######## design 1 ########
**Design 1: clock wiring as the flow saved it**

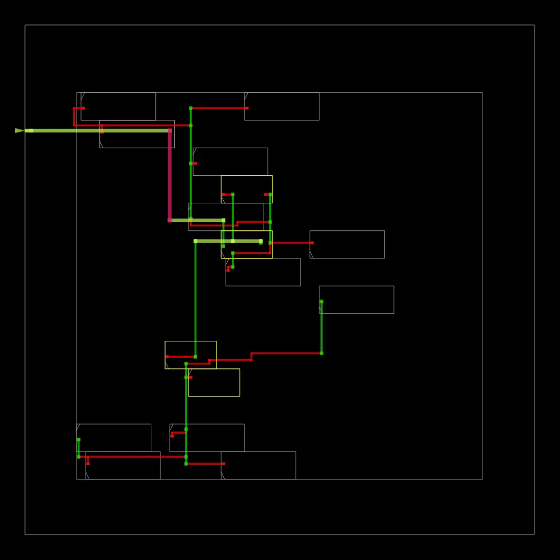

<file path="src/rtl/registrador_pkg.sv">
// +----------------------------------------------------------------------+
// | registrador_pkg : op codes and FSM state encoding for the accumulator |
// | Rev 1.0                                                               |
// +----------------------------------------------------------------------+
`default_nettype none

package registrador_pkg;

  localparam logic [2:0] OP_HOLD  = 3'd0;
  localparam logic [2:0] OP_LOAD  = 3'd1;
  localparam logic [2:0] OP_CLEAR = 3'd2;
  localparam logic [2:0] OP_SHR1  = 3'd3;
  localparam logic [2:0] OP_SHL1  = 3'd4;
  localparam logic [2:0] OP_ASR1  = 3'd5;
  localparam logic [2:0] OP_SHRN  = 3'd6;
  localparam logic [2:0] OP_ROR1  = 3'd7;

  typedef enum logic [0:0] {
    ST_IDLE     = 1'b0,
    ST_SHIFTING = 1'b1
  } state_t;

endpackage

`default_nettype wire

</file>
<file path="src/rtl/registrador_shift_seq_if.sv">
// +----------------------------------------------------------------------+
// | registrador_shift_seq_if : control-unit <-> accumulator bus           |
// | Rev 1.0                                                               |
// +----------------------------------------------------------------------+
`default_nettype none

interface registrador_shift_seq_if #(
  parameter int WIDTH = 5
);
  logic                       op_valid;
  logic [2:0]                 op;
  logic [WIDTH-1:0]           entrada;
  logic                       serial_in;
  logic [$clog2(WIDTH+1)-1:0] shamt;
  logic [WIDTH-1:0]           acumulador;
  logic                       carry;
  logic                       busy;
  logic                       done;

  modport master (
    output op_valid, op, entrada, serial_in, shamt,
    input  acumulador, carry, busy, done
  );

  modport slave (
    input  op_valid, op, entrada, serial_in, shamt,
    output acumulador, carry, busy, done
  );
endinterface

`default_nettype wire

</file>
<file path="src/rtl/registrador_shift_ctrl.sv">
// +----------------------------------------------------------------------+
// | registrador_shift_ctrl : SHRN sequencer (FSM, count, busy/done)       |
// | Rev 1.0                                                               |
// +----------------------------------------------------------------------+
`default_nettype none

module registrador_shift_ctrl
  import registrador_pkg::*;
#(
  parameter int CW = 3
) (
  input  logic          clk,
  input  logic          rst,
  input  logic          start,
  input  logic [CW-1:0] n,
  output logic          busy,
  output logic          done,
  output logic          shift_en
);

  state_t        r_state;
  logic [CW-1:0] r_count;
  logic          r_busy;
  logic          r_done;

  always_ff @(posedge clk) begin
    if (rst) begin
      r_state <= ST_IDLE;
      r_count <= '0;
      r_busy  <= 1'b0;
      r_done  <= 1'b0;
    end else begin
      r_done <= 1'b0;
      case (r_state)
        ST_IDLE: begin
          if (start) begin
            // A zero count completes immediately without entering SHIFTING
            if (n == '0) begin
              r_done <= 1'b1;
            end else begin
              r_count <= n;
              r_busy  <= 1'b1;
              r_state <= ST_SHIFTING;
            end
          end
        end
        ST_SHIFTING: begin
          r_count <= r_count - CW'(1);
          if (r_count == CW'(1)) begin
            r_busy  <= 1'b0;
            r_done  <= 1'b1;
            r_state <= ST_IDLE;
          end
        end
        default: r_state <= ST_IDLE;
      endcase
    end
  end

  assign busy     = r_busy;
  assign done     = r_done;
  assign shift_en = (r_state == ST_SHIFTING);

endmodule

`default_nettype wire

</file>
<file path="src/rtl/registrador_shift_seq.sv">
// +----------------------------------------------------------------------+
// | registrador_shift_seq : parametrised accumulator, 8 ops + multi-cycle |
// | SHRN. Define REGISTRADOR_SHRN_ARITH_EN for sign-filling SHRN.         |
// | Rev 1.0                                                               |
// +----------------------------------------------------------------------+
`default_nettype none

module registrador_shift_seq
  import registrador_pkg::*;
#(
  parameter int               WIDTH     = 5,
  parameter logic [WIDTH-1:0] RESET_VAL = '0
) (
  input  logic                   clk,
  input  logic                   rst,
  registrador_shift_seq_if.slave bus
);

  localparam int c_SHW = $clog2(WIDTH + 1);

  logic [WIDTH-1:0] r_acc;
  logic             r_carry;
  logic             w_accept;
  logic             w_start;
  logic             w_shift_en;
  logic             w_busy;
  logic             w_done;
  logic             w_fill;
  logic [c_SHW-1:0] w_n;

  assign w_accept = bus.op_valid && !w_busy;
  assign w_start  = w_accept && (bus.op == OP_SHRN);
  assign w_n      = (bus.shamt > c_SHW'(WIDTH)) ? c_SHW'(WIDTH) : bus.shamt;

`ifdef REGISTRADOR_SHRN_ARITH_EN
  logic r_fill;

  always_ff @(posedge clk) begin
    if (rst) begin
      r_fill <= 1'b0;
    end else if (w_start) begin
      r_fill <= r_acc[WIDTH-1];
    end
  end

  assign w_fill = r_fill;
`else
  assign w_fill = 1'b0;
`endif

  registrador_shift_ctrl #(
    .CW (c_SHW)
  ) u_ctrl (
    .clk      (clk),
    .rst      (rst),
    .start    (w_start),
    .n        (w_n),
    .busy     (w_busy),
    .done     (w_done),
    .shift_en (w_shift_en)
  );

  always_ff @(posedge clk) begin
    if (rst) begin
      r_acc   <= RESET_VAL;
      r_carry <= 1'b0;
    end else if (w_shift_en) begin
      r_acc   <= {w_fill, r_acc[WIDTH-1:1]};
      r_carry <= r_acc[0];
    end else if (w_accept) begin
      case (bus.op)
        OP_LOAD:  r_acc <= bus.entrada;
        OP_CLEAR: begin
          r_acc   <= '0;
          r_carry <= 1'b0;
        end
        OP_SHR1: begin
          r_acc   <= {bus.serial_in, r_acc[WIDTH-1:1]};
          r_carry <= r_acc[0];
        end
        OP_SHL1: begin
          r_acc   <= {r_acc[WIDTH-2:0], bus.serial_in};
          r_carry <= r_acc[WIDTH-1];
        end
        OP_ASR1: begin
          r_acc   <= {r_acc[WIDTH-1], r_acc[WIDTH-1:1]};
          r_carry <= r_acc[0];
        end
        OP_ROR1: begin
          r_acc   <= {r_acc[0], r_acc[WIDTH-1:1]};
          r_carry <= r_acc[0];
        end
        // HOLD, and SHRN whose shifting happens in later cycles
        default: ;
      endcase
    end
  end

  assign bus.acumulador = r_acc;
  assign bus.carry      = r_carry;
  assign bus.busy       = w_busy;
  assign bus.done       = w_done;

endmodule

`default_nettype wire

</file>
<file path="src/flat_wrapper.sv">
// flat-port wrapper written by rule: the top's interface ports become plain ports
module registrador_shift_seq_flat import registrador_pkg::*;
#(
  parameter int               WIDTH     = 5,
  parameter logic [WIDTH-1:0] RESET_VAL = '0
)
  (clk, rst, bus_op_valid, bus_op, bus_entrada, bus_serial_in, bus_shamt, bus_acumulador, bus_carry, bus_busy, bus_done);
  registrador_shift_seq_if #(.WIDTH(WIDTH)) bus_i ();
  input  logic clk;
  input  logic rst;
  input wire logic [$bits(bus_i.op_valid)-1:0] bus_op_valid;
  input wire logic [$bits(bus_i.op)-1:0] bus_op;
  input wire logic [$bits(bus_i.entrada)-1:0] bus_entrada;
  input wire logic [$bits(bus_i.serial_in)-1:0] bus_serial_in;
  input wire logic [$bits(bus_i.shamt)-1:0] bus_shamt;
  output wire logic [$bits(bus_i.acumulador)-1:0] bus_acumulador;
  output wire logic [$bits(bus_i.carry)-1:0] bus_carry;
  output wire logic [$bits(bus_i.busy)-1:0] bus_busy;
  output wire logic [$bits(bus_i.done)-1:0] bus_done;
  assign bus_i.op_valid = bus_op_valid;
  assign bus_i.op = bus_op;
  assign bus_i.entrada = bus_entrada;
  assign bus_i.serial_in = bus_serial_in;
  assign bus_i.shamt = bus_shamt;
  assign bus_acumulador = bus_i.acumulador;
  assign bus_carry = bus_i.carry;
  assign bus_busy = bus_i.busy;
  assign bus_done = bus_i.done;
  registrador_shift_seq #(.WIDTH(WIDTH), .RESET_VAL(RESET_VAL)) u_core (.clk(clk), .rst(rst), .bus(bus_i));
endmodule
</file>
<file path="config.mk">
export PLATFORM = sky130hd
export DESIGN_NAME = registrador_shift_seq_flat
export DESIGN_NICKNAME = d
export VERILOG_FILES = /design/src/rtl/registrador_pkg.sv /design/src/rtl/registrador_shift_seq_if.sv /design/src/rtl/registrador_shift_ctrl.sv /design/src/rtl/registrador_shift_seq.sv /design/src/flat_wrapper.sv
export SDC_FILE = /design/constraint.sdc
export NUM_CORES = 1
export LEC_CHECK = 0
export ABC_AREA = 1
export CORE_MARGIN = 5
export CORE_UTILIZATION = 53
export CTS_BUF_LIST = sky130_fd_sc_hd__clkbuf_8
export CTS_CLUSTER_DIAMETER = 30
export DETAILED_ROUTE_END_ITERATION = 6
export PLACE_DENSITY = 0.86
export SLEW_MARGIN = 20
export SYNTH_ARGS = -nofsm -noshare
export SYNTH_HDL_FRONTEND = slang
export SYNTH_HIERARCHICAL = 1
export SYNTH_SLANG_ARGS = --single-unit
</file>
<file path="constraint.sdc">
create_clock -name clk -period 2.6 [get_ports clk]
set_input_delay 0.52 -clock clk [delete_from_list [all_inputs] [get_ports clk]]
set_output_delay 0.52 -clock clk [all_outputs]
set_load 0.01 [all_outputs]
</file>
######## design 2 ########
$ cat src/rtl/nucleo_ula_multiciclo.sv
// Multi-cycle ALU core: register file, IDLE/READ/EXEC/WRITE sequencing,
// command handshake and a WIDTH-cycle shift-add multiplier.
module nucleo_ula_multiciclo #(
    parameter  int unsigned WIDTH  = 8,
    parameter  int unsigned NREGS  = 4,
    localparam int unsigned REG_AW = $clog2(NREGS)
) (
    input  logic              clock_i,
    input  logic              reset_i,
    input  logic              cmd_valid_i,
    output logic              cmd_ready_o,
    input  logic [3:0]        cmd_op_i,
    input  logic [REG_AW-1:0] cmd_dst_i,
    input  logic [REG_AW-1:0] cmd_src_a_i,
    input  logic [REG_AW-1:0] cmd_src_b_i,
    input  logic [WIDTH-1:0]  cmd_imm_i,
    output logic              res_valid_o,
    output logic [WIDTH-1:0]  res_data_o,
    output logic              res_err_o,
    output logic              flag_z_o,
    output logic              flag_c_o,
    output logic              flag_v_o,
    output logic              busy_o,
    input  logic [REG_AW-1:0] dbg_sel_i,
    output logic [WIDTH-1:0]  dbg_data_o
);

    localparam int unsigned CNT_W = $clog2(WIDTH + 1);

    localparam logic [1:0] S_IDLE  = 2'd0;
    localparam logic [1:0] S_READ  = 2'd1;
    localparam logic [1:0] S_EXEC  = 2'd2;
    localparam logic [1:0] S_WRITE = 2'd3;

    localparam logic [3:0] OP_LDI = 4'd0;
    localparam logic [3:0] OP_ADD = 4'd1;
    localparam logic [3:0] OP_SUB = 4'd2;
    localparam logic [3:0] OP_AND = 4'd3;
    localparam logic [3:0] OP_OR  = 4'd4;
    localparam logic [3:0] OP_XOR = 4'd5;
    localparam logic [3:0] OP_NOT = 4'd6;
    localparam logic [3:0] OP_SHL = 4'd7;
    localparam logic [3:0] OP_SHR = 4'd8;
    localparam logic [3:0] OP_MUL = 4'd9;
    localparam logic [3:0] OP_MOV = 4'd10;

    logic [1:0]           state_q,  state_d;
    logic                 ready_q,  ready_d;
    logic [3:0]           op_q,     op_d;
    logic [REG_AW-1:0]    dst_q,    dst_d;
    logic [REG_AW-1:0]    sa_q,     sa_d;
    logic [REG_AW-1:0]    sb_q,     sb_d;
    logic [WIDTH-1:0]     imm_q,    imm_d;
    logic [WIDTH-1:0]     a_q,      a_d;
    logic [WIDTH-1:0]     b_q,      b_d;
    logic [2*WIDTH-1:0]   acc_q,    acc_d;
    logic [2*WIDTH-1:0]   mcand_q,  mcand_d;
    logic [WIDTH-1:0]     mplier_q, mplier_d;
    logic [CNT_W-1:0]     cnt_q,    cnt_d;
    logic [WIDTH-1:0]     ex_res_q, ex_res_d;
    logic                 ex_c_q,   ex_c_d;
    logic                 ex_v_q,   ex_v_d;
    logic [WIDTH-1:0]     rf_q [NREGS];
    logic [WIDTH-1:0]     rf_d [NREGS];
    logic [WIDTH-1:0]     res_data_q, res_data_d;
    logic                 res_valid_q, res_valid_d;
    logic                 res_err_q,  res_err_d;
    logic                 z_q, z_d, c_q, c_d, v_q, v_d;

    logic [WIDTH:0]       sum_c;
    logic [WIDTH:0]       diff_c;
    logic [2*WIDTH-1:0]   acc_step_c;
    logic                 illegal_c;

    assign sum_c      = {1'b0, a_q} + {1'b0, b_q};
    assign diff_c     = {1'b0, a_q} - {1'b0, b_q};
    assign acc_step_c = mplier_q[0] ? (acc_q + mcand_q) : acc_q;
    assign illegal_c  = (op_q > OP_MOV);

    // Next-state sequencing; MUL holds EXEC for WIDTH cycles
    always_comb begin
        state_d = state_q;
        case (state_q)
            S_IDLE:  if (cmd_valid_i) state_d = S_READ;
            S_READ:  state_d = S_EXEC;
            S_EXEC:  if ((op_q != OP_MUL) || (cnt_q == CNT_W'(WIDTH - 1))) state_d = S_WRITE;
            S_WRITE: state_d = S_IDLE;
            default: state_d = S_IDLE;
        endcase
    end

    // Datapath next values: capture, operand read, execute, write-back
    always_comb begin
        ready_d     = (state_d == S_IDLE);
        op_d        = op_q;
        dst_d       = dst_q;
        sa_d        = sa_q;
        sb_d        = sb_q;
        imm_d       = imm_q;
        a_d         = a_q;
        b_d         = b_q;
        acc_d       = acc_q;
        mcand_d     = mcand_q;
        mplier_d    = mplier_q;
        cnt_d       = cnt_q;
        ex_res_d    = ex_res_q;
        ex_c_d      = ex_c_q;
        ex_v_d      = ex_v_q;
        rf_d        = rf_q;
        res_data_d  = res_data_q;
        res_valid_d = 1'b0;
        res_err_d   = 1'b0;
        z_d         = z_q;
        c_d         = c_q;
        v_d         = v_q;
        case (state_q)
            S_IDLE: begin
                if (cmd_valid_i) begin
                    op_d  = cmd_op_i;
                    dst_d = cmd_dst_i;
                    sa_d  = cmd_src_a_i;
                    sb_d  = cmd_src_b_i;
                    imm_d = cmd_imm_i;
                end
            end
            S_READ: begin
                a_d      = rf_q[sa_q];
                b_d      = rf_q[sb_q];
                acc_d    = '0;
                mcand_d  = {{WIDTH{1'b0}}, rf_q[sa_q]};
                mplier_d = rf_q[sb_q];
                cnt_d    = '0;
            end
            S_EXEC: begin
                ex_res_d = '0;
                ex_c_d   = 1'b0;
                ex_v_d   = 1'b0;
                case (op_q)
                    OP_LDI: ex_res_d = imm_q;
                    OP_ADD: begin
                        ex_res_d = sum_c[WIDTH-1:0];
                        ex_c_d   = sum_c[WIDTH];
                        ex_v_d   = (a_q[WIDTH-1] == b_q[WIDTH-1]) &&
                                   (sum_c[WIDTH-1] != a_q[WIDTH-1]);
                    end
                    OP_SUB: begin
                        ex_res_d = diff_c[WIDTH-1:0];
                        ex_c_d   = diff_c[WIDTH];
                        ex_v_d   = (a_q[WIDTH-1] != b_q[WIDTH-1]) &&
                                   (diff_c[WIDTH-1] != a_q[WIDTH-1]);
                    end
                    OP_AND: ex_res_d = a_q & b_q;
                    OP_OR:  ex_res_d = a_q | b_q;
                    OP_XOR: ex_res_d = a_q ^ b_q;
                    OP_NOT: ex_res_d = ~a_q;
                    OP_SHL: begin
                        ex_res_d = {a_q[WIDTH-2:0], 1'b0};
                        ex_c_d   = a_q[WIDTH-1];
                    end
                    OP_SHR: begin
                        ex_res_d = {1'b0, a_q[WIDTH-1:1]};
                        ex_c_d   = a_q[0];
                    end
                    OP_MUL: begin
                        acc_d    = acc_step_c;
                        mcand_d  = {mcand_q[2*WIDTH-2:0], 1'b0};
                        mplier_d = {1'b0, mplier_q[WIDTH-1:1]};
                        cnt_d    = cnt_q + CNT_W'(1);
                        ex_res_d = acc_step_c[WIDTH-1:0];
                        ex_c_d   = |acc_step_c[2*WIDTH-1:WIDTH];
                    end
                    OP_MOV: ex_res_d = a_q;
                    default: ex_res_d = '0;
                endcase
            end
            S_WRITE: begin
                res_valid_d = 1'b1;
                if (illegal_c) begin
                    res_err_d = 1'b1;
                end else begin
                    rf_d[dst_q] = ex_res_q;
                    res_data_d  = ex_res_q;
                    if (op_q != OP_LDI) begin
                        z_d = (ex_res_q == '0);
                        c_d = ex_c_q;
                        v_d = ex_v_q;
                    end
                end
            end
            default: ;
        endcase
    end

    // State and datapath registers; reset aborts any command in flight
    always_ff @(posedge clock_i or posedge reset_i) begin
        if (reset_i) begin
            state_q     <= S_IDLE;
            ready_q     <= 1'b1;
            op_q        <= '0;
            dst_q       <= '0;
            sa_q        <= '0;
            sb_q        <= '0;
            imm_q       <= '0;
            a_q         <= '0;
            b_q         <= '0;
            acc_q       <= '0;
            mcand_q     <= '0;
            mplier_q    <= '0;
            cnt_q       <= '0;
            ex_res_q    <= '0;
            ex_c_q      <= 1'b0;
            ex_v_q      <= 1'b0;
            for (int i = 0; i < int'(NREGS); i++) rf_q[i] <= '0;
            res_data_q  <= '0;
            res_valid_q <= 1'b0;
            res_err_q   <= 1'b0;
            z_q         <= 1'b0;
            c_q         <= 1'b0;
            v_q         <= 1'b0;
        end else begin
            state_q     <= state_d;
            ready_q     <= ready_d;
            op_q        <= op_d;
            dst_q       <= dst_d;
            sa_q        <= sa_d;
            sb_q        <= sb_d;
            imm_q       <= imm_d;
            a_q         <= a_d;
            b_q         <= b_d;
            acc_q       <= acc_d;
            mcand_q     <= mcand_d;
            mplier_q    <= mplier_d;
            cnt_q       <= cnt_d;
            ex_res_q    <= ex_res_d;
            ex_c_q      <= ex_c_d;
            ex_v_q      <= ex_v_d;
            rf_q        <= rf_d;
            res_data_q  <= res_data_d;
            res_valid_q <= res_valid_d;
            res_err_q   <= res_err_d;
            z_q         <= z_d;
            c_q         <= c_d;
            v_q         <= v_d;
        end
    end

    assign cmd_ready_o = ready_q;
    assign busy_o      = ~ready_q;
    assign res_valid_o = res_valid_q;
    assign res_err_o   = res_err_q;
    assign res_data_o  = res_data_q;
    assign flag_z_o    = z_q;
    assign flag_c_o    = c_q;
    assign flag_v_o    = v_q;
    assign dbg_data_o  = rf_q[dbg_sel_i];

endmodule

$ cat config.mk
export PLATFORM = sky130hd
export DESIGN_NAME = nucleo_ula_multiciclo
export DESIGN_NICKNAME = d
export VERILOG_FILES = /design/src/rtl/nucleo_ula_multiciclo.sv
export SDC_FILE = /design/constraint.sdc
export NUM_CORES = 1
export LEC_CHECK = 0
export ABC_AREA = 0
export CAP_MARGIN = 20
export CORE_MARGIN = 4
export CORE_UTILIZATION = 60
export DETAILED_ROUTE_END_ITERATION = 10
export GPL_TIMING_DRIVEN = 0
export PLACE_DENSITY = 0.87
export SETUP_SLACK_MARGIN = 0.05
export SYNTH_ARGS = -nofsm -noshare
export SYNTH_HDL_FRONTEND = slang
export SYNTH_SLANG_ARGS = --single-unit
$ cat constraint.sdc
create_clock -name clock_i -period 6.1 [get_ports clock_i]
set_input_delay 0.61 -clock clock_i [delete_from_list [all_inputs] [get_ports clock_i]]
set_output_delay 0.61 -clock clock_i [all_outputs]
set_load 0.02 [all_outputs]
######## design 3 ########
### config.mk
export PLATFORM = sky130hd
export DESIGN_NAME = keypad_scan_flat
export DESIGN_NICKNAME = d
export VERILOG_FILES = /design/src/rtl/keypad_scan_if.sv /design/src/rtl/keypad_scan.sv /design/src/flat_wrapper.sv
export SDC_FILE = /design/constraint.sdc
export NUM_CORES = 1
export LEC_CHECK = 0
export ABC_AREA = 1
export CAP_MARGIN = 10
export CORE_MARGIN = 2
export CORE_UTILIZATION = 59
export DETAILED_ROUTE_END_ITERATION = 8
export PLACE_DENSITY = 0.8
export RECOVER_POWER = 25
export SLEW_MARGIN = 25
export SYNTH_ARGS = -nofsm -noshare
export SYNTH_HDL_FRONTEND = slang
export SYNTH_SLANG_ARGS = --single-unit
### constraint.sdc
create_clock -name clk -period 3.6 [get_ports clk]
set_clock_uncertainty 0.2 [all_clocks]
set_input_delay 0.36 -clock clk [delete_from_list [all_inputs] [get_ports clk]]
set_output_delay 0.36 -clock clk [all_outputs]
set_load 0.01 [all_outputs]
### src/rtl/keypad_scan_if.sv
// Signal bundle between the 4x4 keypad scanner and its surroundings.
// The slave modport is the scanner's view; master is the keypad/consumer side.
interface keypad_scan_if;
    logic [3:0]  row;
    logic [3:0]  col;
    logic [15:0] onehot;
    logic        key_valid;
    logic        key_down;

    modport slave (
        input  row,
        output col,
        output onehot,
        output key_valid,
        output key_down
    );

    modport master (
        output row,
        input  col,
        input  onehot,
        input  key_valid,
        input  key_down
    );
endinterface

### src/rtl/keypad_scan.sv
// 4x4 matrix keypad scanner: column drive, row synchronizer, whole-frame
// debounce and one-hot key reporting (bit = 4*column + row).
module keypad_scan #(
    parameter int SCAN_DIV = 50000,
    parameter int DEBOUNCE = 3
) (
    input  logic          clk,
    input  logic          rst,
    keypad_scan_if.slave  kp
);

    localparam int DW = (SCAN_DIV > 2) ? $clog2(SCAN_DIV) : 2;
    localparam int SW = (DEBOUNCE > 1) ? $clog2(DEBOUNCE + 1) : 1;
    localparam logic [DW-1:0] DIV_LAST   = DW'(SCAN_DIV - 1);
    localparam logic [SW-1:0] STABLE_MAX = SW'(DEBOUNCE);

    // True when exactly one bit of the frame is set.
    function automatic logic is_single_key(input logic [15:0] v);
        return (v != 16'h0000) && ((v & (v - 16'h0001)) == 16'h0000);
    endfunction

    logic [3:0]    row_s1_q, row_s1_d;
    logic [3:0]    row_s2_q, row_s2_d;
    logic [DW-1:0] div_q, div_d;
    logic [1:0]    cidx_q, cidx_d;
    logic [3:0]    col_q, col_d;
    logic [15:0]   frame_q, frame_d;
    logic [15:0]   prev_q, prev_d;
    logic [SW-1:0] stable_q, stable_d;
    logic [15:0]   onehot_q, onehot_d;
    logic          key_valid_q, key_valid_d;
    logic          key_down_q, key_down_d;

    logic          tick_s;
    logic [15:0]   samp_s;
    logic [15:0]   frame_full_s;

    // Next-state logic: prescaler, column stepping, frame accumulation, debounce.
    always_comb begin
        row_s1_d     = kp.row;
        row_s2_d     = row_s1_q;
        div_d        = div_q;
        cidx_d       = cidx_q;
        col_d        = col_q;
        frame_d      = frame_q;
        prev_d       = prev_q;
        stable_d     = stable_q;
        onehot_d     = onehot_q;
        key_valid_d  = 1'b0;
        key_down_d   = key_down_q;

        tick_s       = (div_q == DIV_LAST);
        // Pressed rows of the current column land at bits 4*cidx..4*cidx+3.
        samp_s       = {12'h000, ~row_s2_q} << {cidx_q, 2'b00};
        frame_full_s = frame_q | samp_s;

        if (tick_s) begin
            div_d  = '0;
            cidx_d = cidx_q + 2'd1;
            col_d  = ~(4'b0001 << cidx_d);
            if (cidx_q == 2'd3) begin
                frame_d = 16'h0000;
                prev_d  = frame_full_s;
                if (frame_full_s == prev_q) begin
                    stable_d = (stable_q >= STABLE_MAX) ? STABLE_MAX : stable_q + SW'(1);
                end else begin
                    stable_d = SW'(1);
                end

                // Only a frame that has been stable long enough may change the outputs.
                if (stable_d == STABLE_MAX) begin
                    if (is_single_key(frame_full_s)) begin
                        if (!key_down_q || (frame_full_s != onehot_q)) begin
                            onehot_d    = frame_full_s;
                            key_valid_d = 1'b1;
                            key_down_d  = 1'b1;
                        end else begin
                            onehot_d    = onehot_q;
                        end
                    end else if (frame_full_s == 16'h0000) begin
                        key_down_d = 1'b0;
                    end else begin
                        key_down_d = key_down_q;
                    end
                end else begin
                    key_down_d = key_down_q;
                end
            end else begin
                frame_d = frame_full_s;
            end
        end else begin
            div_d = div_q + DW'(1);
        end
    end

    // State and registered outputs.
    always_ff @(posedge clk or posedge rst) begin
        if (rst) begin
            row_s1_q    <= 4'hF;
            row_s2_q    <= 4'hF;
            div_q       <= '0;
            cidx_q      <= 2'd0;
            col_q       <= 4'b1110;
            frame_q     <= 16'h0000;
            prev_q      <= 16'h0000;
            stable_q    <= '0;
            onehot_q    <= 16'h0000;
            key_valid_q <= 1'b0;
            key_down_q  <= 1'b0;
        end else begin
            row_s1_q    <= row_s1_d;
            row_s2_q    <= row_s2_d;
            div_q       <= div_d;
            cidx_q      <= cidx_d;
            col_q       <= col_d;
            frame_q     <= frame_d;
            prev_q      <= prev_d;
            stable_q    <= stable_d;
            onehot_q    <= onehot_d;
            key_valid_q <= key_valid_d;
            key_down_q  <= key_down_d;
        end
    end

    assign kp.col       = col_q;
    assign kp.onehot    = onehot_q;
    assign kp.key_valid = key_valid_q;
    assign kp.key_down  = key_down_q;

endmodule
### src/flat_wrapper.sv
// flat-port wrapper written by rule: the top's interface ports become plain ports
module keypad_scan_flat 
#(
    parameter int SCAN_DIV = 50000,
    parameter int DEBOUNCE = 3
)
  (clk, rst, kp_row, kp_col, kp_onehot, kp_key_valid, kp_key_down);
  keypad_scan_if kp_i ();
  input  logic clk;
  input  logic rst;
  input wire logic [$bits(kp_i.row)-1:0] kp_row;
  output wire logic [$bits(kp_i.col)-1:0] kp_col;
  output wire logic [$bits(kp_i.onehot)-1:0] kp_onehot;
  output wire logic [$bits(kp_i.key_valid)-1:0] kp_key_valid;
  output wire logic [$bits(kp_i.key_down)-1:0] kp_key_down;
  assign kp_i.row = kp_row;
  assign kp_col = kp_i.col;
  assign kp_onehot = kp_i.onehot;
  assign kp_key_valid = kp_i.key_valid;
  assign kp_key_down = kp_i.key_down;
  keypad_scan #(.SCAN_DIV(SCAN_DIV), .DEBOUNCE(DEBOUNCE)) u_core (.clk(clk), .rst(rst), .kp(kp_i));
endmodule
######## design 4 ########
File: config.mk
export PLATFORM = sky130hd
export DESIGN_NAME = util_io_test_monitor
export DESIGN_NICKNAME = d
export VERILOG_FILES = /design/src/rtl/util_io_test_pkg.sv /design/src/rtl/util_lsb_index.sv /design/src/rtl/util_io_test_monitor.sv
export SDC_FILE = /design/constraint.sdc
export NUM_CORES = 1
export LEC_CHECK = 0
export CORE_MARGIN = 2
export CORE_UTILIZATION = 55
export CTS_BUF_LIST = sky130_fd_sc_hd__clkbuf_8
export DETAILED_ROUTE_END_ITERATION = 8
export HOLD_SLACK_MARGIN = 0.02
export PLACE_DENSITY_LB_ADDON = 0.12
export SLEW_MARGIN = 20
export SYNTH_ARGS = -nofsm -noshare
export SYNTH_HDL_FRONTEND = slang
export SYNTH_SLANG_ARGS = --single-unit
File: constraint.sdc
create_clock -name clk -period 6.8 [get_ports clk]
set_clock_uncertainty 0.1 [all_clocks]
set_input_delay 1.02 -clock clk [delete_from_list [all_inputs] [get_ports clk]]
set_output_delay 1.02 -clock clk [all_outputs]
set_load 0.02 [all_outputs]
File: src/rtl/util_io_test_pkg.sv
// Shared types and constants for the IO loopback test monitor.
// Holds the run-controller state encoding and the counter widths.
package util_io_test_pkg;

  typedef enum logic [2:0] {
    ST_IDLE  = 3'd0,
    ST_CLEAR = 3'd1,
    ST_ARM   = 3'd2,
    ST_RUN   = 3'd3,
    ST_DONE  = 3'd4
  } mon_state_t;

  localparam int CNT_W  = 32;
  localparam int DISC_W = 8;

endpackage

File: src/rtl/util_lsb_index.sv
// Lowest-set-bit priority encoder: index of the lowest set bit plus a found flag.
module util_lsb_index #(
  parameter int WIDTH = 32,
  parameter int IDX_W = 5
) (
  input  logic [WIDTH-1:0] vec,
  output logic [IDX_W-1:0] idx,
  output logic             found
);

  // Scanning from the top lets the lowest set bit overwrite any higher one.
  always_comb begin
    idx   = '0;
    found = 1'b0;
    for (int i = WIDTH - 1; i >= 0; i--) begin
      if (vec[i]) begin
        idx   = IDX_W'(i);
        found = 1'b1;
      end
    end
  end

endmodule

File: src/rtl/util_io_test_monitor.sv
// Run controller and result collector for the IO loopback tester: drives en/clr,
// discards start-up windows, counts checked windows and records the first failure.
module util_io_test_monitor
  import util_io_test_pkg::*;
#(
  parameter int IO_WIDTH        = 32,
  parameter int DISCARD_WINDOWS = 1,
  parameter int IDX_W           = 5
) (
  input  logic                clk,
  input  logic                rstn,
  input  logic                start,
  input  logic                abort,
  input  logic                stop_on_fail,
  input  logic [CNT_W-1:0]    target_windows,
  input  logic [IO_WIDTH-1:0] state,
  input  logic                state_valid,
  output logic                test_en,
  output logic                test_clr,
  output logic                busy,
  output logic                done,
  output logic                pass,
  output logic                irq,
  output logic [CNT_W-1:0]    window_cnt,
  output logic [CNT_W-1:0]    fail_cnt,
  output logic [IO_WIDTH-1:0] fail_mask,
  output logic [IDX_W-1:0]    first_fail_idx,
  output logic [CNT_W-1:0]    first_fail_window
);

  localparam logic [DISC_W-1:0] DISC_LAST =
    DISC_W'((DISCARD_WINDOWS == 0) ? 0 : DISCARD_WINDOWS - 1);

  mon_state_t cur_st, nxt_st;

  logic [CNT_W-1:0]    target_q;
  logic                stop_q;
  logic                sv_d;
  logic [DISC_W-1:0]   disc_cnt;
  logic [IO_WIDTH-1:0] new_bits;
  logic [IDX_W-1:0]    lsb_idx;
  logic                lsb_found;
  logic [CNT_W-1:0]    win_inc;
  logic                go;
  logic                sample;
  logic                any_fail;
  logic                target_hit;
  logic                run_end;
  logic                disc_last;
  logic                test_en_d, test_clr_d, busy_d, done_d, irq_d;

  util_lsb_index #(
    .WIDTH (IO_WIDTH),
    .IDX_W (IDX_W)
  ) u_lsb (
    .vec   (new_bits),
    .idx   (lsb_idx),
    .found (lsb_found)
  );

  // Abort suppresses both the sample commit and any completion it would cause.
  always_comb begin
    go         = start && !abort;
    sample     = (cur_st == ST_RUN) && sv_d && !abort;
    new_bits   = state & ~fail_mask;
    win_inc    = (window_cnt == '1) ? window_cnt : window_cnt + 1'b1;
    any_fail   = (fail_cnt != '0) || lsb_found;
    target_hit = (target_q != '0) && (win_inc == target_q);
    run_end    = sample && ((stop_q && any_fail) || target_hit);
    disc_last  = (cur_st == ST_ARM) && state_valid && (disc_cnt == DISC_LAST);
  end

  always_ff @(posedge clk or negedge rstn) begin
    if (!rstn) begin
      cur_st   <= ST_IDLE;
      test_en  <= 1'b0;
      test_clr <= 1'b0;
      busy     <= 1'b0;
      done     <= 1'b0;
      irq      <= 1'b0;
    end else begin
      cur_st   <= nxt_st;
      test_en  <= test_en_d;
      test_clr <= test_clr_d;
      busy     <= busy_d;
      done     <= done_d;
      irq      <= irq_d;
    end
  end

  always_comb begin
    nxt_st = cur_st;
    case (cur_st)
      ST_IDLE:  if (go) nxt_st = ST_CLEAR;
      ST_CLEAR: begin
        if (abort)                     nxt_st = ST_IDLE;
        else if (DISCARD_WINDOWS == 0) nxt_st = ST_RUN;
        else                           nxt_st = ST_ARM;
      end
      ST_ARM: begin
        if (abort)                                   nxt_st = ST_IDLE;
        else if (DISCARD_WINDOWS == 0 || disc_last)  nxt_st = ST_RUN;
      end
      ST_RUN: begin
        if (abort)        nxt_st = ST_IDLE;
        else if (run_end) nxt_st = ST_DONE;
      end
      ST_DONE:  if (go) nxt_st = ST_CLEAR;
      default:  nxt_st = ST_IDLE;
    endcase
  end

  // Outputs are decoded from the next state so they change on the transition edge.
  always_comb begin
    busy_d     = (nxt_st == ST_CLEAR) || (nxt_st == ST_ARM) || (nxt_st == ST_RUN);
    test_en_d  = busy_d;
    test_clr_d = (nxt_st == ST_CLEAR) || ((cur_st == ST_ARM) && (nxt_st == ST_RUN));
    done_d     = (nxt_st == ST_DONE);
    irq_d      = done_d && (cur_st != ST_DONE);
  end

  always_ff @(posedge clk or negedge rstn) begin
    if (!rstn) begin
      target_q          <= '0;
      stop_q            <= 1'b0;
      sv_d              <= 1'b0;
      disc_cnt          <= '0;
      pass              <= 1'b0;
      window_cnt        <= '0;
      fail_cnt          <= '0;
      fail_mask         <= '0;
      first_fail_idx    <= '0;
      first_fail_window <= '0;
    end else begin
      sv_d <= state_valid && (cur_st == ST_RUN);
      if (go && (cur_st == ST_IDLE || cur_st == ST_DONE)) begin
        target_q          <= target_windows;
        stop_q            <= stop_on_fail;
        disc_cnt          <= '0;
        pass              <= 1'b0;
        window_cnt        <= '0;
        fail_cnt          <= '0;
        fail_mask         <= '0;
        first_fail_idx    <= '0;
        first_fail_window <= '0;
      end
      if (cur_st == ST_ARM && state_valid && !abort) begin
        disc_cnt <= disc_cnt + 1'b1;
      end
      if (sample) begin
        window_cnt <= win_inc;
        fail_mask  <= fail_mask | state;
        if (lsb_found && fail_cnt != '1) begin
          fail_cnt <= fail_cnt + 1'b1;
        end
        if (lsb_found && fail_cnt == '0) begin
          first_fail_idx    <= lsb_idx;
          first_fail_window <= win_inc;
        end
      end
      if (run_end) begin
        pass <= target_hit && !any_fail;
      end
    end
  end

endmodule

## Gallery

Local utilization.
picture 1
Drawn at 6 px/um. 10 x 10 tiles, from dark purple (low) to yellow (high), 0 to 100% covered.
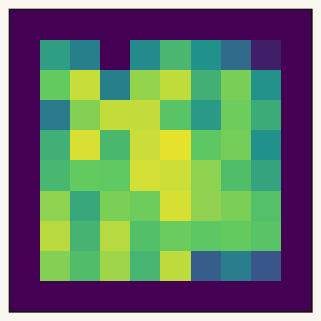
picture 2
Drawn at 2 px/um. 13 x 13 tiles, from dark purple (low) to yellow (high), 0 to 100% covered.
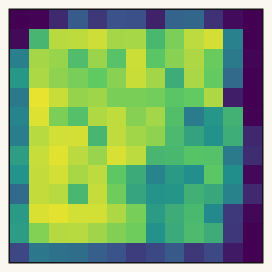
picture 3
Drawn at 2 px/um. 14 x 14 tiles, from dark purple (low) to yellow (high), 0 to 100% covered.
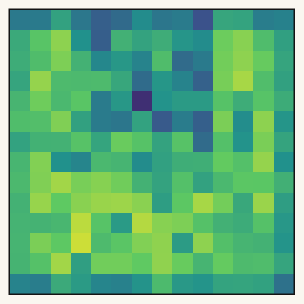
picture 4
Drawn at 3 px/um. 9 x 9 tiles, from dark purple (low) to yellow (high), 0 to 100% covered.
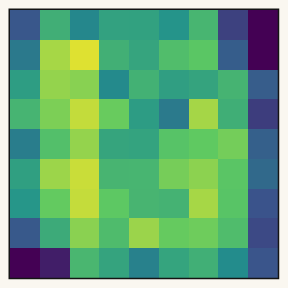
The one with the smallest die is picture 1.
The one with the largest die is picture 3.
- picture 3 = design 4
- picture 2 = design 2
- picture 4 = design 3
- picture 1 = design 1

Key to picture 1:
- nearly empty tiles: 37%
- tiles over 75% full: 31%
- mean over tiles: 44%
- emptiest ninth of the die: north-east
- densest ninth of the die: center

**Design 3: clock wiring as the flow saved it**

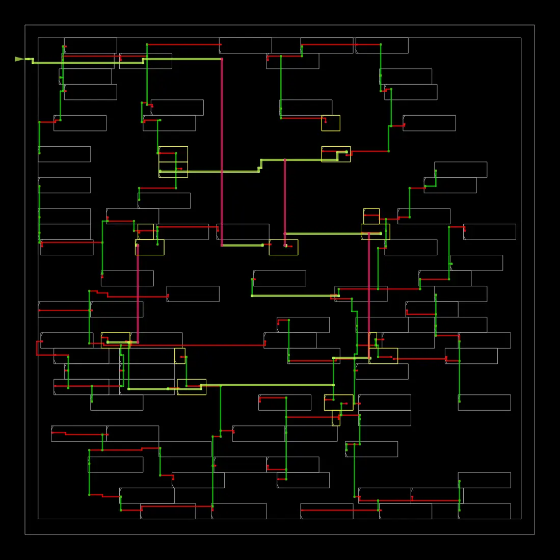
power attributed to the clock group: 606 uW
total clock sinks: 82
clock latency on the worst-skew pair: 360 ps
sequential cell count: 82
clock buf count: 12

==> run notes, design 3 <==
The flow ran to the end, but the final reports show violations. The final reports fail on capacitance limit, slew limit. In this run, synthesis inferred 0 flip-flops with an integrated enable.

In the per-layer summary, the met1 wirelength comes to 4480 um. Per the final report, max-transition violations number 61. The final setup violation count is 0. By count the netlist is led by nand2_1 (147), dfrtp_1 (71), inv_1 (67), nor2_1 (53), nand3_1 (37). The portion of synthesized area spent on multiplexers is 0%. For reference, the final report shows the hold violation count at 0.

The max-cap check violation count came out at 1. At the pin with the least slew margin, the transition time is 2200 ps. On the critical path the largest part of the delay comes from simple AND/OR/NAND/NOR gates.

The global-route met2 utilization was 40.3%; the met3 usage was 6.28%. After synthesis, the largest area contributor takes up 41.4% of total cell area. From left edge to right edge, the die measures 89.3 um.

Of the total synthesized cell area, the portion taken by XOR and XNOR cells is 3.88%. The proportion of power drawn by combinational gates is 4.0%.
==> design 3: state kept, by name, summed over array words and instances (netlist names) <==
register	count
u_core.prev_q	16
u_core.kp.key_valid	1
u_core.stable_q	2
u_core.row_s1_q	4
u_core.frame_q	16
u_core.cidx_q	2
u_core.div_q	16
u_core.kp.key_down	1
u_core.kp.col	4
u_core.row_s2_q	4
u_core.kp.onehot	16
==> design 3: cell type report <==
class	count	area [um^2]	area share (%)
flip-flops and latches	82	2070	42.8
repair buffers	32	308	6.38
multi-input cells	365	1870	38.9
clock inverters	4	28.8	0.597
inverters	73	277	5.74
clock buffers	12	145	3.01
well taps	99	124	2.57
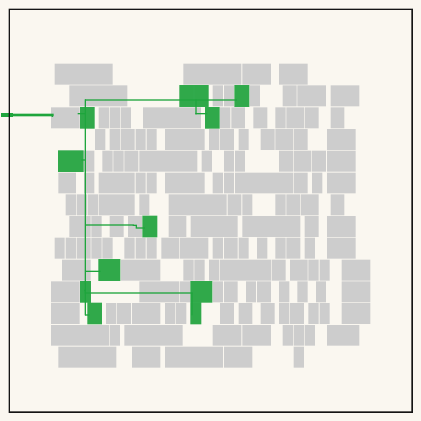
**Above:** design 1 (wires at chosen ports, followed through buffers).
Drawn at 8 px/um.
- `rst`: green (bits 1; direction input; edge west; end cells 12; buffers 1; wire 81.7 um)

**Design 1: logic cells by family**

Drawn at 10 px/um.
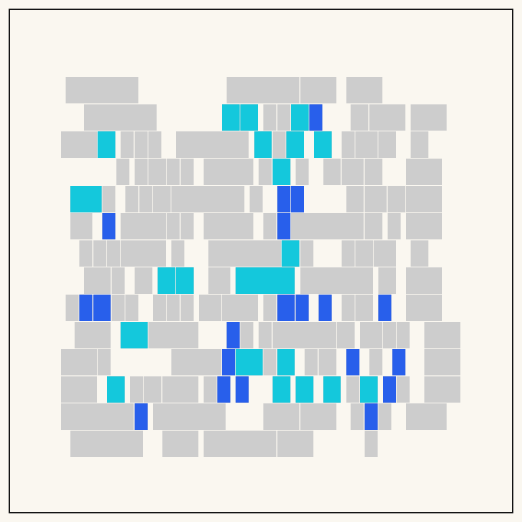
- nor cells: blue (cells 20)
- aoi and oai cells: cyan (cells 21)

## Picture notes: 'clock wiring as the flow saved it' of design 1
sequential cell count: 12
Max Clock Skew: 1.84 ps
total clock sinks: 12
power attributed to the clock group: 201 uW
clock latency on the worst-skew pair: 240 ps

==> run notes, design 1 <==
The run finished with clean final reports. The most used logic cell in the final layout was nand2_1. Once iteration 0 of detailed routing completed, the report listed 20 DRC markers.

The root buffer cell is clkbuf_8. The relative area of clock buffers and inverters in the final design is 4.87%. The post-synthesis sequential area ratio came out at 28.1%.

The tools report the net count reported at finish as 179. The post-CTS setup repair buffer count came out at 0. The final max-slew violation count recorded for this run is 0. The timing report gives the biggest stage delay along the critical path as 550 ps. With the setup slack after layout at 629 ps, the setup TNS is 0 ps. The worst hold path passes through 2 cells.

In the log, the iteration count for the first detailed-route pass is 4. The maximum fanout encountered on the critical timing path was 9; the power dissipated by switching net loads was 142 uW. 104 cells are multi-input combinational gates. Summed over all combinational cells, the power is 120 uW. The global routing usage summed across all routing layers was 18.6%. The run gives 4 as the clock tree buffer count of the final layout. The area overhead of the layout relative to synthesis is 32.2%.

For this run the aggregate overflow at the end of global routing stands at 0. The buffer_ports step reported a buffer count of 22. For reference, the top cells by area after synthesis are dfxtp_1 (28%), nand2_1 (14%), nand3_1 (11%), nor2_1 (7.9%), a21oi_1 (7.6%). In this run the critical path is formed by clkdlybuf4s50_1 > inv_1 > nand2_1 > nor3_1 > nand2_1 > o21ai_0 > inv_1 > a21oi_1.
-- design 1: layer usage --
layer / vias to the layer above / track usage [%]
met5: - / 0
met3: 4 / 4.14
met4: 0 / 4.80
met1: 410 / 21.4
li1: 493 / -
met2: 25 / 34.1
-- design 1: sequential cells by signal, indices dropped and copies added, names as in the netlist --
signal	flops
u_core/bus.acumulador	5
u_core/u_ctrl/busy	1
u_core/u_ctrl/shift_en	1
u_core/bus.carry	1
u_core/u_ctrl/done	1
u_core/u_ctrl/r_count	3
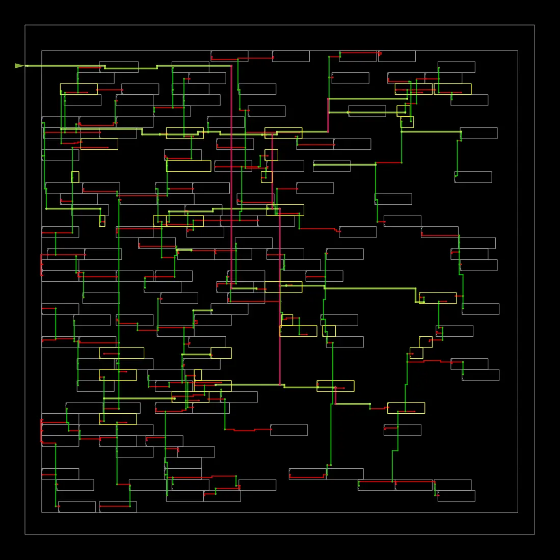
**Above:** design 2 (clock wiring as the flow saved it).
power attributed to the clock group: 1050 uW
Max Clock Skew: 10.4 ps
sequential cell count: 136

**Design 2: wires at chosen ports, followed through buffers**

Drawn at 3 px/um.
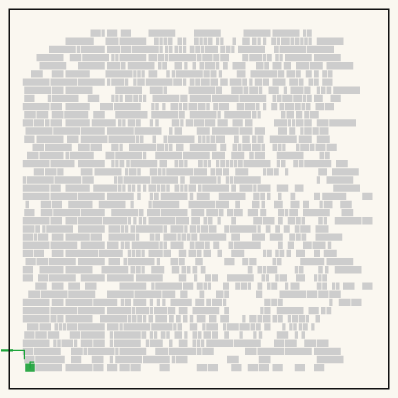
- `reset_i`: green (bits 1; direction input; edge west; end cells 1; buffers 1; wire 10.7 um)

==> run notes, design 2 <==
The run finished with clean final reports. The inverter count of the layout excluding clock inverters works out to 34. For this run, the script counts the antenna cells in the layout as 0. Between the synthesized netlist and the finished layout, the area growth was recorded as 15.3%. The gate-level netlist out of Yosys references 70 unique cell types.

Worst hold slack: 500 ps. Setup repair after global routing left no endpoint under its margin. The worst register-to-register path ends at ex_c_q$_DFFE_PP0P_. At the pin with the least slew margin, the transition time is 1050 ps.

The top cell type's share of synthesized area works out to 40.4%. The number of warnings reported in the stage logs is 46. Per the synth log, the flip-flop and latch total comes to 136. The combinational-cell power consumption was 2770 uW; the number of enable flip-flop cells was 0. The cell area power density came out at 567 nW/um^2. According to the floorplan log, the row count is 42.

The worst setup path is launched from a flop. Share of post-route cells with drive strength above 1: 15.2%. The startpoint identified for the worst hold timing path is mplier_q[2]$_DFFE_PP0P_. For this sky-water flow run, the detailed-routed wirelength per cell is reported as 21.9 um. Per the post-synthesis report, the nets total 907. The count of buffers not belonging to the clock network in the layout is 89. The first global-routing pass estimated 39000 um of wire. Buffers inserted during clock tree synthesis total 17. For the area of combinational cells with multiple inputs, the log shows 4640 um^2.

The run gives 0 as the max-slew violation count. During synthesis, Yosys emitted a total of 0 warnings. For this design the static power due to leakage is 0.00425 uW.

Summed over all failing endpoints, the final setup total negative slack is 0 ps. The tools report the post-synthesis sequential area ratio as 40.7%.
-- design 2: stage by stage --
stage / utilization [%] / cell area, um^2 / setup WS (ps) / power, uW / std cells
CTS: 71.6 / 9640 / 3150 / 5410 / 1089
global route: 71.6 / 9640 / 2980 / 5790 / 1089
detailed placement: 67.3 / 9050 / 3160 / 4310 / 1057
finish: 71.6 / 9640 / 3100 / 5460 / 1089
global placement: 67.0 / 9010 / 8.82 / 4210 / 1055
floorplan: - / 8360 / 1850 / 3420 / 836
**Design 4: sizing map**

Drawn at 3 px/um.
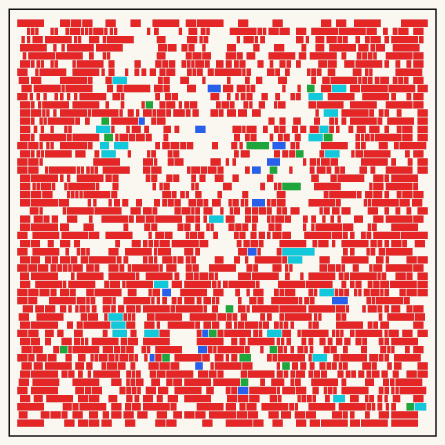
- x1 and smaller: red (cells 1343)
- x6 and larger: cyan (cells 24)
- x3 and x4: green (cells 18)
- x2: blue (cells 15)
setup slack after layout: 2460 ps
Layout area overhead: 23.8%
Buffers, non-clock: 219
post-route cell area: 12900 um^2

**Design 4: logic cells by family**

Drawn at 3 px/um.
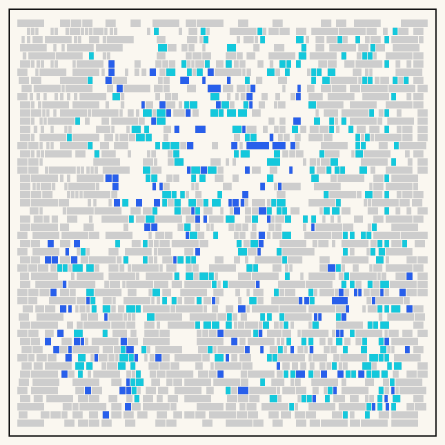
- aoi and oai cells: cyan (cells 288)
- nor cells: blue (cells 139; where all over the die)
Cell Count, Final, Fillers Out: 1634
multi-input gate share of the layout cell area: 41.9%
most frequent logic cell in the layout: clkdlybuf4s50_1

==> run notes, design 4 <==
Looking at the reg2reg group, the worst path starts from window_cnt[21]$_DFFE_PN0P_. The tools report the post-synth net total as 1311. The clock network accounts for 31.2% of the total power. The final layout contains 1463 nets. The flow inserted 234 tap cells. The cell-internal power is 1580 uW, and the tally of OpenROAD warnings is 30.

The flow ran to the end, and the final reports show no timing, DRC or antenna violations. Of the available clock period, the critical path in the final layout requires 63.9%. For the worst-skew pair, the clock arrives at the later sink with an insertion delay of 480 ps. STA lists the maximum fanout along the critical path as 16. The count of instantiated cells in the yosys netlist is 1236.

The clock network takes up 2.83% of total cell area after layout. In this run the power spent charging and discharging nets is 699 uW. The xor and xnor area share after synthesis works out to 3.69%.

The tool flagged a number of max-cap violations equal to 0. The worst pin sits at a relative slew slack of 26.0%. Following the worst setup path forward leads to its endpoint at busy$_DFF_PN0_.

With the final setup violation count at 0, the number of synthesized register bits is 183. Before placement the cells fill 56.0% of the core. In the synthesized netlist, the dominant kind of combinational cell is simple AND/OR/NAND/NOR gates. The antenna cell count was 0; the number of enable flip-flop cells was 0. The die covers 20100 um^2. In this run the critical path is formed by nand3_1 > nor4_2 > and2_1 > nand2_1 > a221oi_1 > nand3_1 > or4_1 > nor3_2 > o21a_2 > o41ai_1. The maximum clock frequency was 0.230 GHz. The clock H-tree reported by CTS has 4 levels. The clock tree has to reach 183 sinks. The run gives 0 for the post-CTS setup repair buffer count.

Per report_power, the combinational group accounts for 13.9% of the total. Clock buffers in the final layout number 19. STA classifies the critical path endpoint as a flop.

Die extent in x: 142 um. The setup TNS was 0 ps.
[design 4: placed cells by master, fill, tap and decap left out, drive strengths merged, types with 22 or more instances in the layout]
cell type / count
a22o: 32
inv: 34
and3: 32
dfrtp: 183
nor2b: 23
nor2: 55
clkdlybuf4s50: 207
nand2b: 25
nor4: 31
xor2: 24
nand2: 199
nand3: 79
nor3: 22
nand4: 40
o31ai: 27
a21oi: 38
a31oi: 23
o21ai: 145
[design 4: registers in the layout (all words and copies together) (netlist names), 3 cells and up]
signal,cells
cur_st,3
disc_cnt,8
fail_cnt,32
fail_mask,32
first_fail_idx,5
first_fail_window,32
target_q,32
window_cnt,32

######## design 5 ########
### src/rtl/arb_pkg.sv
// Shared types and the round-robin priority pick for the four-way grant controller.
// The pick is pure combinational logic so both the arbiter and any future user see one definition.
package arb_pkg;

  localparam int NUM_REQ = 4;
  localparam int IDX_W   = 2;

  typedef enum logic {
    IDLE  = 1'b0,
    GRANT = 1'b1
  } state_t;

  // First set request scanning ptr+1, ptr+2, ptr+3, ptr with natural 2-bit wrap.
  function automatic logic [IDX_W-1:0] rr_pick(input logic [NUM_REQ-1:0] req,
                                                input logic [IDX_W-1:0]   ptr);
    logic [IDX_W-1:0] cand;
    logic [IDX_W-1:0] pick;
    logic             found;
    pick  = ptr;
    found = 1'b0;
    for (int k = 1; k <= NUM_REQ; k++) begin
      cand = ptr + IDX_W'(k);
      if (!found && req[cand]) begin
        pick  = cand;
        found = 1'b1;
      end
    end
    return pick;
  endfunction

endpackage

### src/rtl/decoder.sv
// 2-to-4 one-hot decoder with a valid qualifier; output is all-zero when valid is low.
// Purely combinational, so a registered index/valid gives a glitch-free select.
module decoder
  import arb_pkg::*;
(
  input  logic [IDX_W-1:0]   idx,
  input  logic               valid,
  output logic [NUM_REQ-1:0] onehot
);

  always_comb begin
    onehot = '0;
    if (valid) begin
      onehot[idx] = 1'b1;
    end
  end

endmodule

### src/rtl/rr_grant_ctrl.sv
// Round-robin owner selection for one shared resource among four requesters, one registered cycle
// from request to grant, with an optional hold limit and a mandatory idle cycle between owners.
module rr_grant_ctrl
  import arb_pkg::*;
#(
  parameter int MAX_HOLD = 8,
  parameter int CNT_W    = 4
) (
  input  logic               clk,
  input  logic               rst,
  input  logic [NUM_REQ-1:0] req,
  input  logic               en,
  output logic [NUM_REQ-1:0] gnt,
  output logic [IDX_W-1:0]   gnt_idx,
  output logic               gnt_valid,
  output logic               expired
);

  localparam logic [CNT_W-1:0] HOLD_LAST = (MAX_HOLD == 0) ? '0 : CNT_W'(MAX_HOLD - 1);
  localparam logic [CNT_W-1:0] CNT_MAX   = '1;

  state_t           state_q,   state_d;
  logic [IDX_W-1:0] idx_q,     idx_d;
  logic [IDX_W-1:0] ptr_q,     ptr_d;
  logic [CNT_W-1:0] cnt_q,     cnt_d;
  logic             expired_q, expired_d;

  logic             vol_rel;
  logic             frc_rel;
  logic [IDX_W-1:0] pick;

  always_ff @(posedge clk) begin
    if (rst) begin
      state_q   <= IDLE;
      idx_q     <= '0;
      ptr_q     <= IDX_W'(NUM_REQ - 1);
      cnt_q     <= '0;
      expired_q <= 1'b0;
    end else begin
      state_q   <= state_d;
      idx_q     <= idx_d;
      ptr_q     <= ptr_d;
      cnt_q     <= cnt_d;
      expired_q <= expired_d;
    end
  end

  always_comb begin
    state_d   = state_q;
    idx_d     = idx_q;
    ptr_d     = ptr_q;
    cnt_d     = cnt_q;
    expired_d = 1'b0;
    pick      = rr_pick(req, ptr_q);
    vol_rel   = !req[idx_q];
    frc_rel   = (MAX_HOLD != 0) && (cnt_q == HOLD_LAST);

    case (state_q)
      IDLE: begin
        if (en && (|req)) begin
          state_d = GRANT;
          idx_d   = pick;
          ptr_d   = pick;
          cnt_d   = '0;
        end
      end
      GRANT: begin
        if (vol_rel || frc_rel) begin
          state_d   = IDLE;
          idx_d     = '0;
          cnt_d     = '0;
          // A coincident voluntary drop takes precedence, so no expiry is flagged.
          expired_d = frc_rel && !vol_rel;
        end else if (cnt_q != CNT_MAX) begin
          cnt_d = cnt_q + CNT_W'(1);
        end
      end
      default: begin
        state_d = IDLE;
        idx_d   = '0;
        cnt_d   = '0;
      end
    endcase
  end

  always_comb begin
    gnt_valid = (state_q == GRANT);
    gnt_idx   = idx_q;
    expired   = expired_q;
  end

  decoder u_decoder (
    .idx    (idx_q),
    .valid  (gnt_valid),
    .onehot (gnt)
  );

endmodule

### config.mk
export PLATFORM = sky130hd
export DESIGN_NAME = rr_grant_ctrl
export DESIGN_NICKNAME = d
export VERILOG_FILES = /design/src/rtl/arb_pkg.sv /design/src/rtl/decoder.sv /design/src/rtl/rr_grant_ctrl.sv
export SDC_FILE = /design/constraint.sdc
export NUM_CORES = 1
export LEC_CHECK = 0
export ABC_AREA = 1
export CORE_MARGIN = 2
export CORE_UTILIZATION = 41
export CTS_CLUSTER_SIZE = 10
export DETAILED_ROUTE_END_ITERATION = 10
export GPL_TIMING_DRIVEN = 0
export PLACE_DENSITY = 0.66
export SYNTH_ARGS = -nofsm -noshare
export SYNTH_HDL_FRONTEND = slang
export SYNTH_SLANG_ARGS = --single-unit
### constraint.sdc
create_clock -name clk -period 1.6 [get_ports clk]
set_clock_uncertainty 0.05 [all_clocks]
set_input_delay 0.32 -clock clk [delete_from_list [all_inputs] [get_ports clk]]
set_output_delay 0.32 -clock clk [all_outputs]
set_load 0.01 [all_outputs]
**Design 5: logic cells by family**

Drawn at 10 px/um.
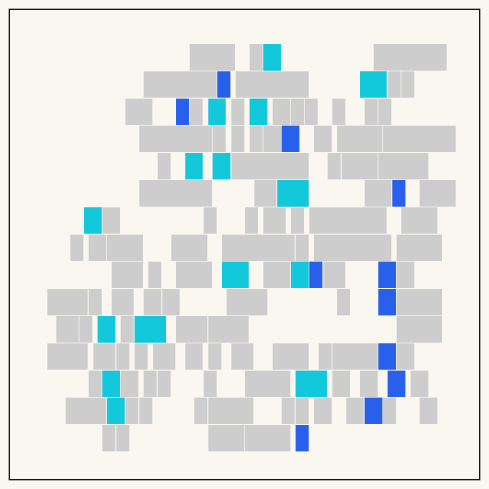
- aoi and oai cells: cyan (cells 15)
- nor cells: blue (cells 11)

**Design 5: wires at chosen ports, followed through buffers**

Drawn at 8 px/um.
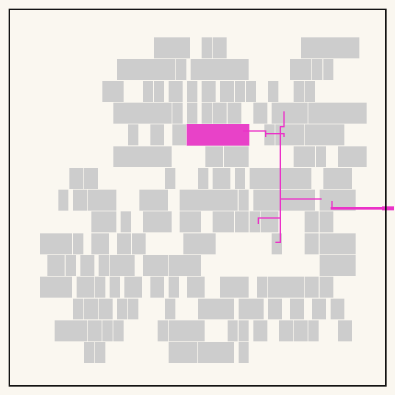
- `gnt_valid`: magenta (bits 1; direction output; edge east; end cells 1; buffers 1; wire 39.0 um)
I/O pins: 15
input/output buffers: 14

[timing repair]
item / in CTS / in global routing
resized: 7 / 19
pin swaps: 0 / 0
endpoints found under the setup margin: 7 / 14
[worst min-delay path: stages (launching register included)]
cell and delay [ps]:
dfxtp_1 310, inv_1 70, a21oi_1 60
[stage by stage]
step / instances / util, %
final: 155 / 56.0
after global routing: 155 / 56.0
after CTS: 155 / 55.7
after detailed placement: 151 / 53.6
after global placement: 151 / 53.6
after floorplan: 112 / -
==> run notes <==
The antenna cell count was 0; the total of hold buffers inserted after clock tree synthesis was 0. In the hold report, the worst path ends at cnt_q[2]$_SDFFE_PP0P_. With the proportion of power drawn by combinational gates at 40.7%, the xor and xnor area share after synthesis is 1.16%.

The run gives 0 for the number of routed nets with antenna violations. In this run, power in the clock network comes to 230 uW. The number of enable flip-flop cells was 0. Looking at area per cell type in the netlist, the leader is dfxtp_1. Per the summary, power density relative to cell area is 934 nW/um^2. The flow ran to the end, and the final reports show no timing, DRC or antenna violations. The maximum resistive drop on vdd was 386 uV. Across every metal layer, demand over resource in global routing totals 18.3%. Along the critical path, the tally of buffer and inverter instances is 2.

Fill cells in the final layout number 188. The simple logic cell fraction of the synthesized area is 48.8%. Detailed routing placed a total of 755 um of wire on met2. The vertical die dimension was 46.9 um; the met1 usage was 20.6%. After synthesis, the largest family of logic cells by area is simple AND/OR/NAND/NOR gates. The clock network fraction of total power came out at 25.5%.

The logs give 33.8% for the sequential share of power and 0 for the leftover overflow at the end of global routing. Looking at the clock tree report, the root buffer type is clkbuf_4. Routed signal wires occupy layers up through met4. Detailed placement ended at an HPWL of 1260 um. With the number of failing hold endpoints at the final stage at 0, the shortest clock period the worst path allows after layout is 1500 ps. In this run the cell area measured after placement is 926 um^2. The fraction of cell area in non-clock buffers was 15.1%. Wires add up to 1600 um. The timing report gives the biggest stage delay along the critical path as 530 ps. The run gives 668 for the via count of the first global-routing pass.

Looking at the reg2reg group, the worst path ends at cnt_q[3]$_SDFFE_PP0P_. With the worst hold slack at 429 ps, the net count reported at finish is 139. Tracing the worst setup path back leads to its startpoint at req[3]. The library cells used most frequently in the layout, excluding fill and tap cells, are nand2_1 (27), inv_1 (12), nand3_1 (12), nand2_2 (8), a21oi_1 (8). On the critical path, the stage with the largest delay is an instance of clkdlybuf4s50_1. Per the run summary, max-cap violations total 0. The cell class with the largest area share is combinational gates.


==> notes/layouts.md <==
Pictures saved along the way, in no particular order.

Sequential cells grouped by signal name.
image #1
Drawn at 8 px/um.
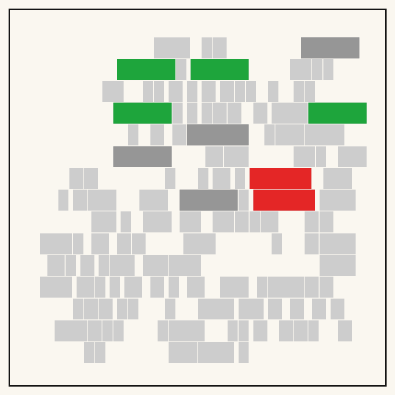
image #2
Drawn at 4 px/um.
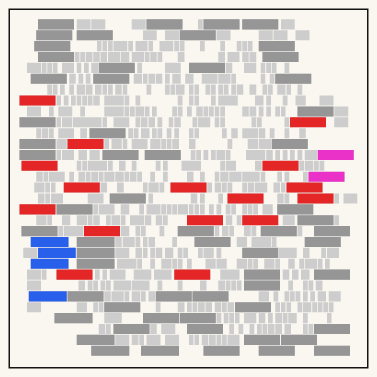
image #3
Drawn at 8 px/um.
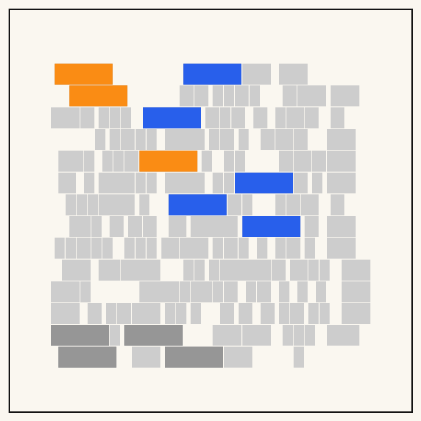
image #4
Drawn at 3 px/um.
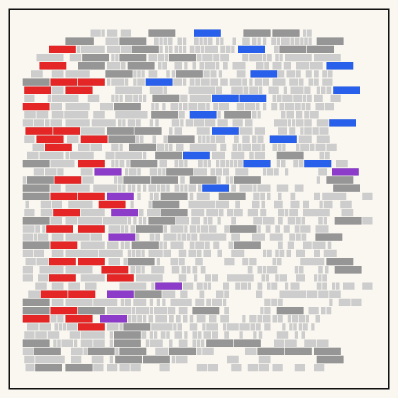
| picture | from |
|---|---|
| image #1 | design 5 |
| image #4 | design 2 |
| image #2 | design 3 |
| image #3 | design 1 |

Key to image #1:
- `cnt_q`: green (sequential cells 4)
- `gnt_idx`: red (sequential cells 2)
- not colored: 4

Power and IR drop assume default switching activity.
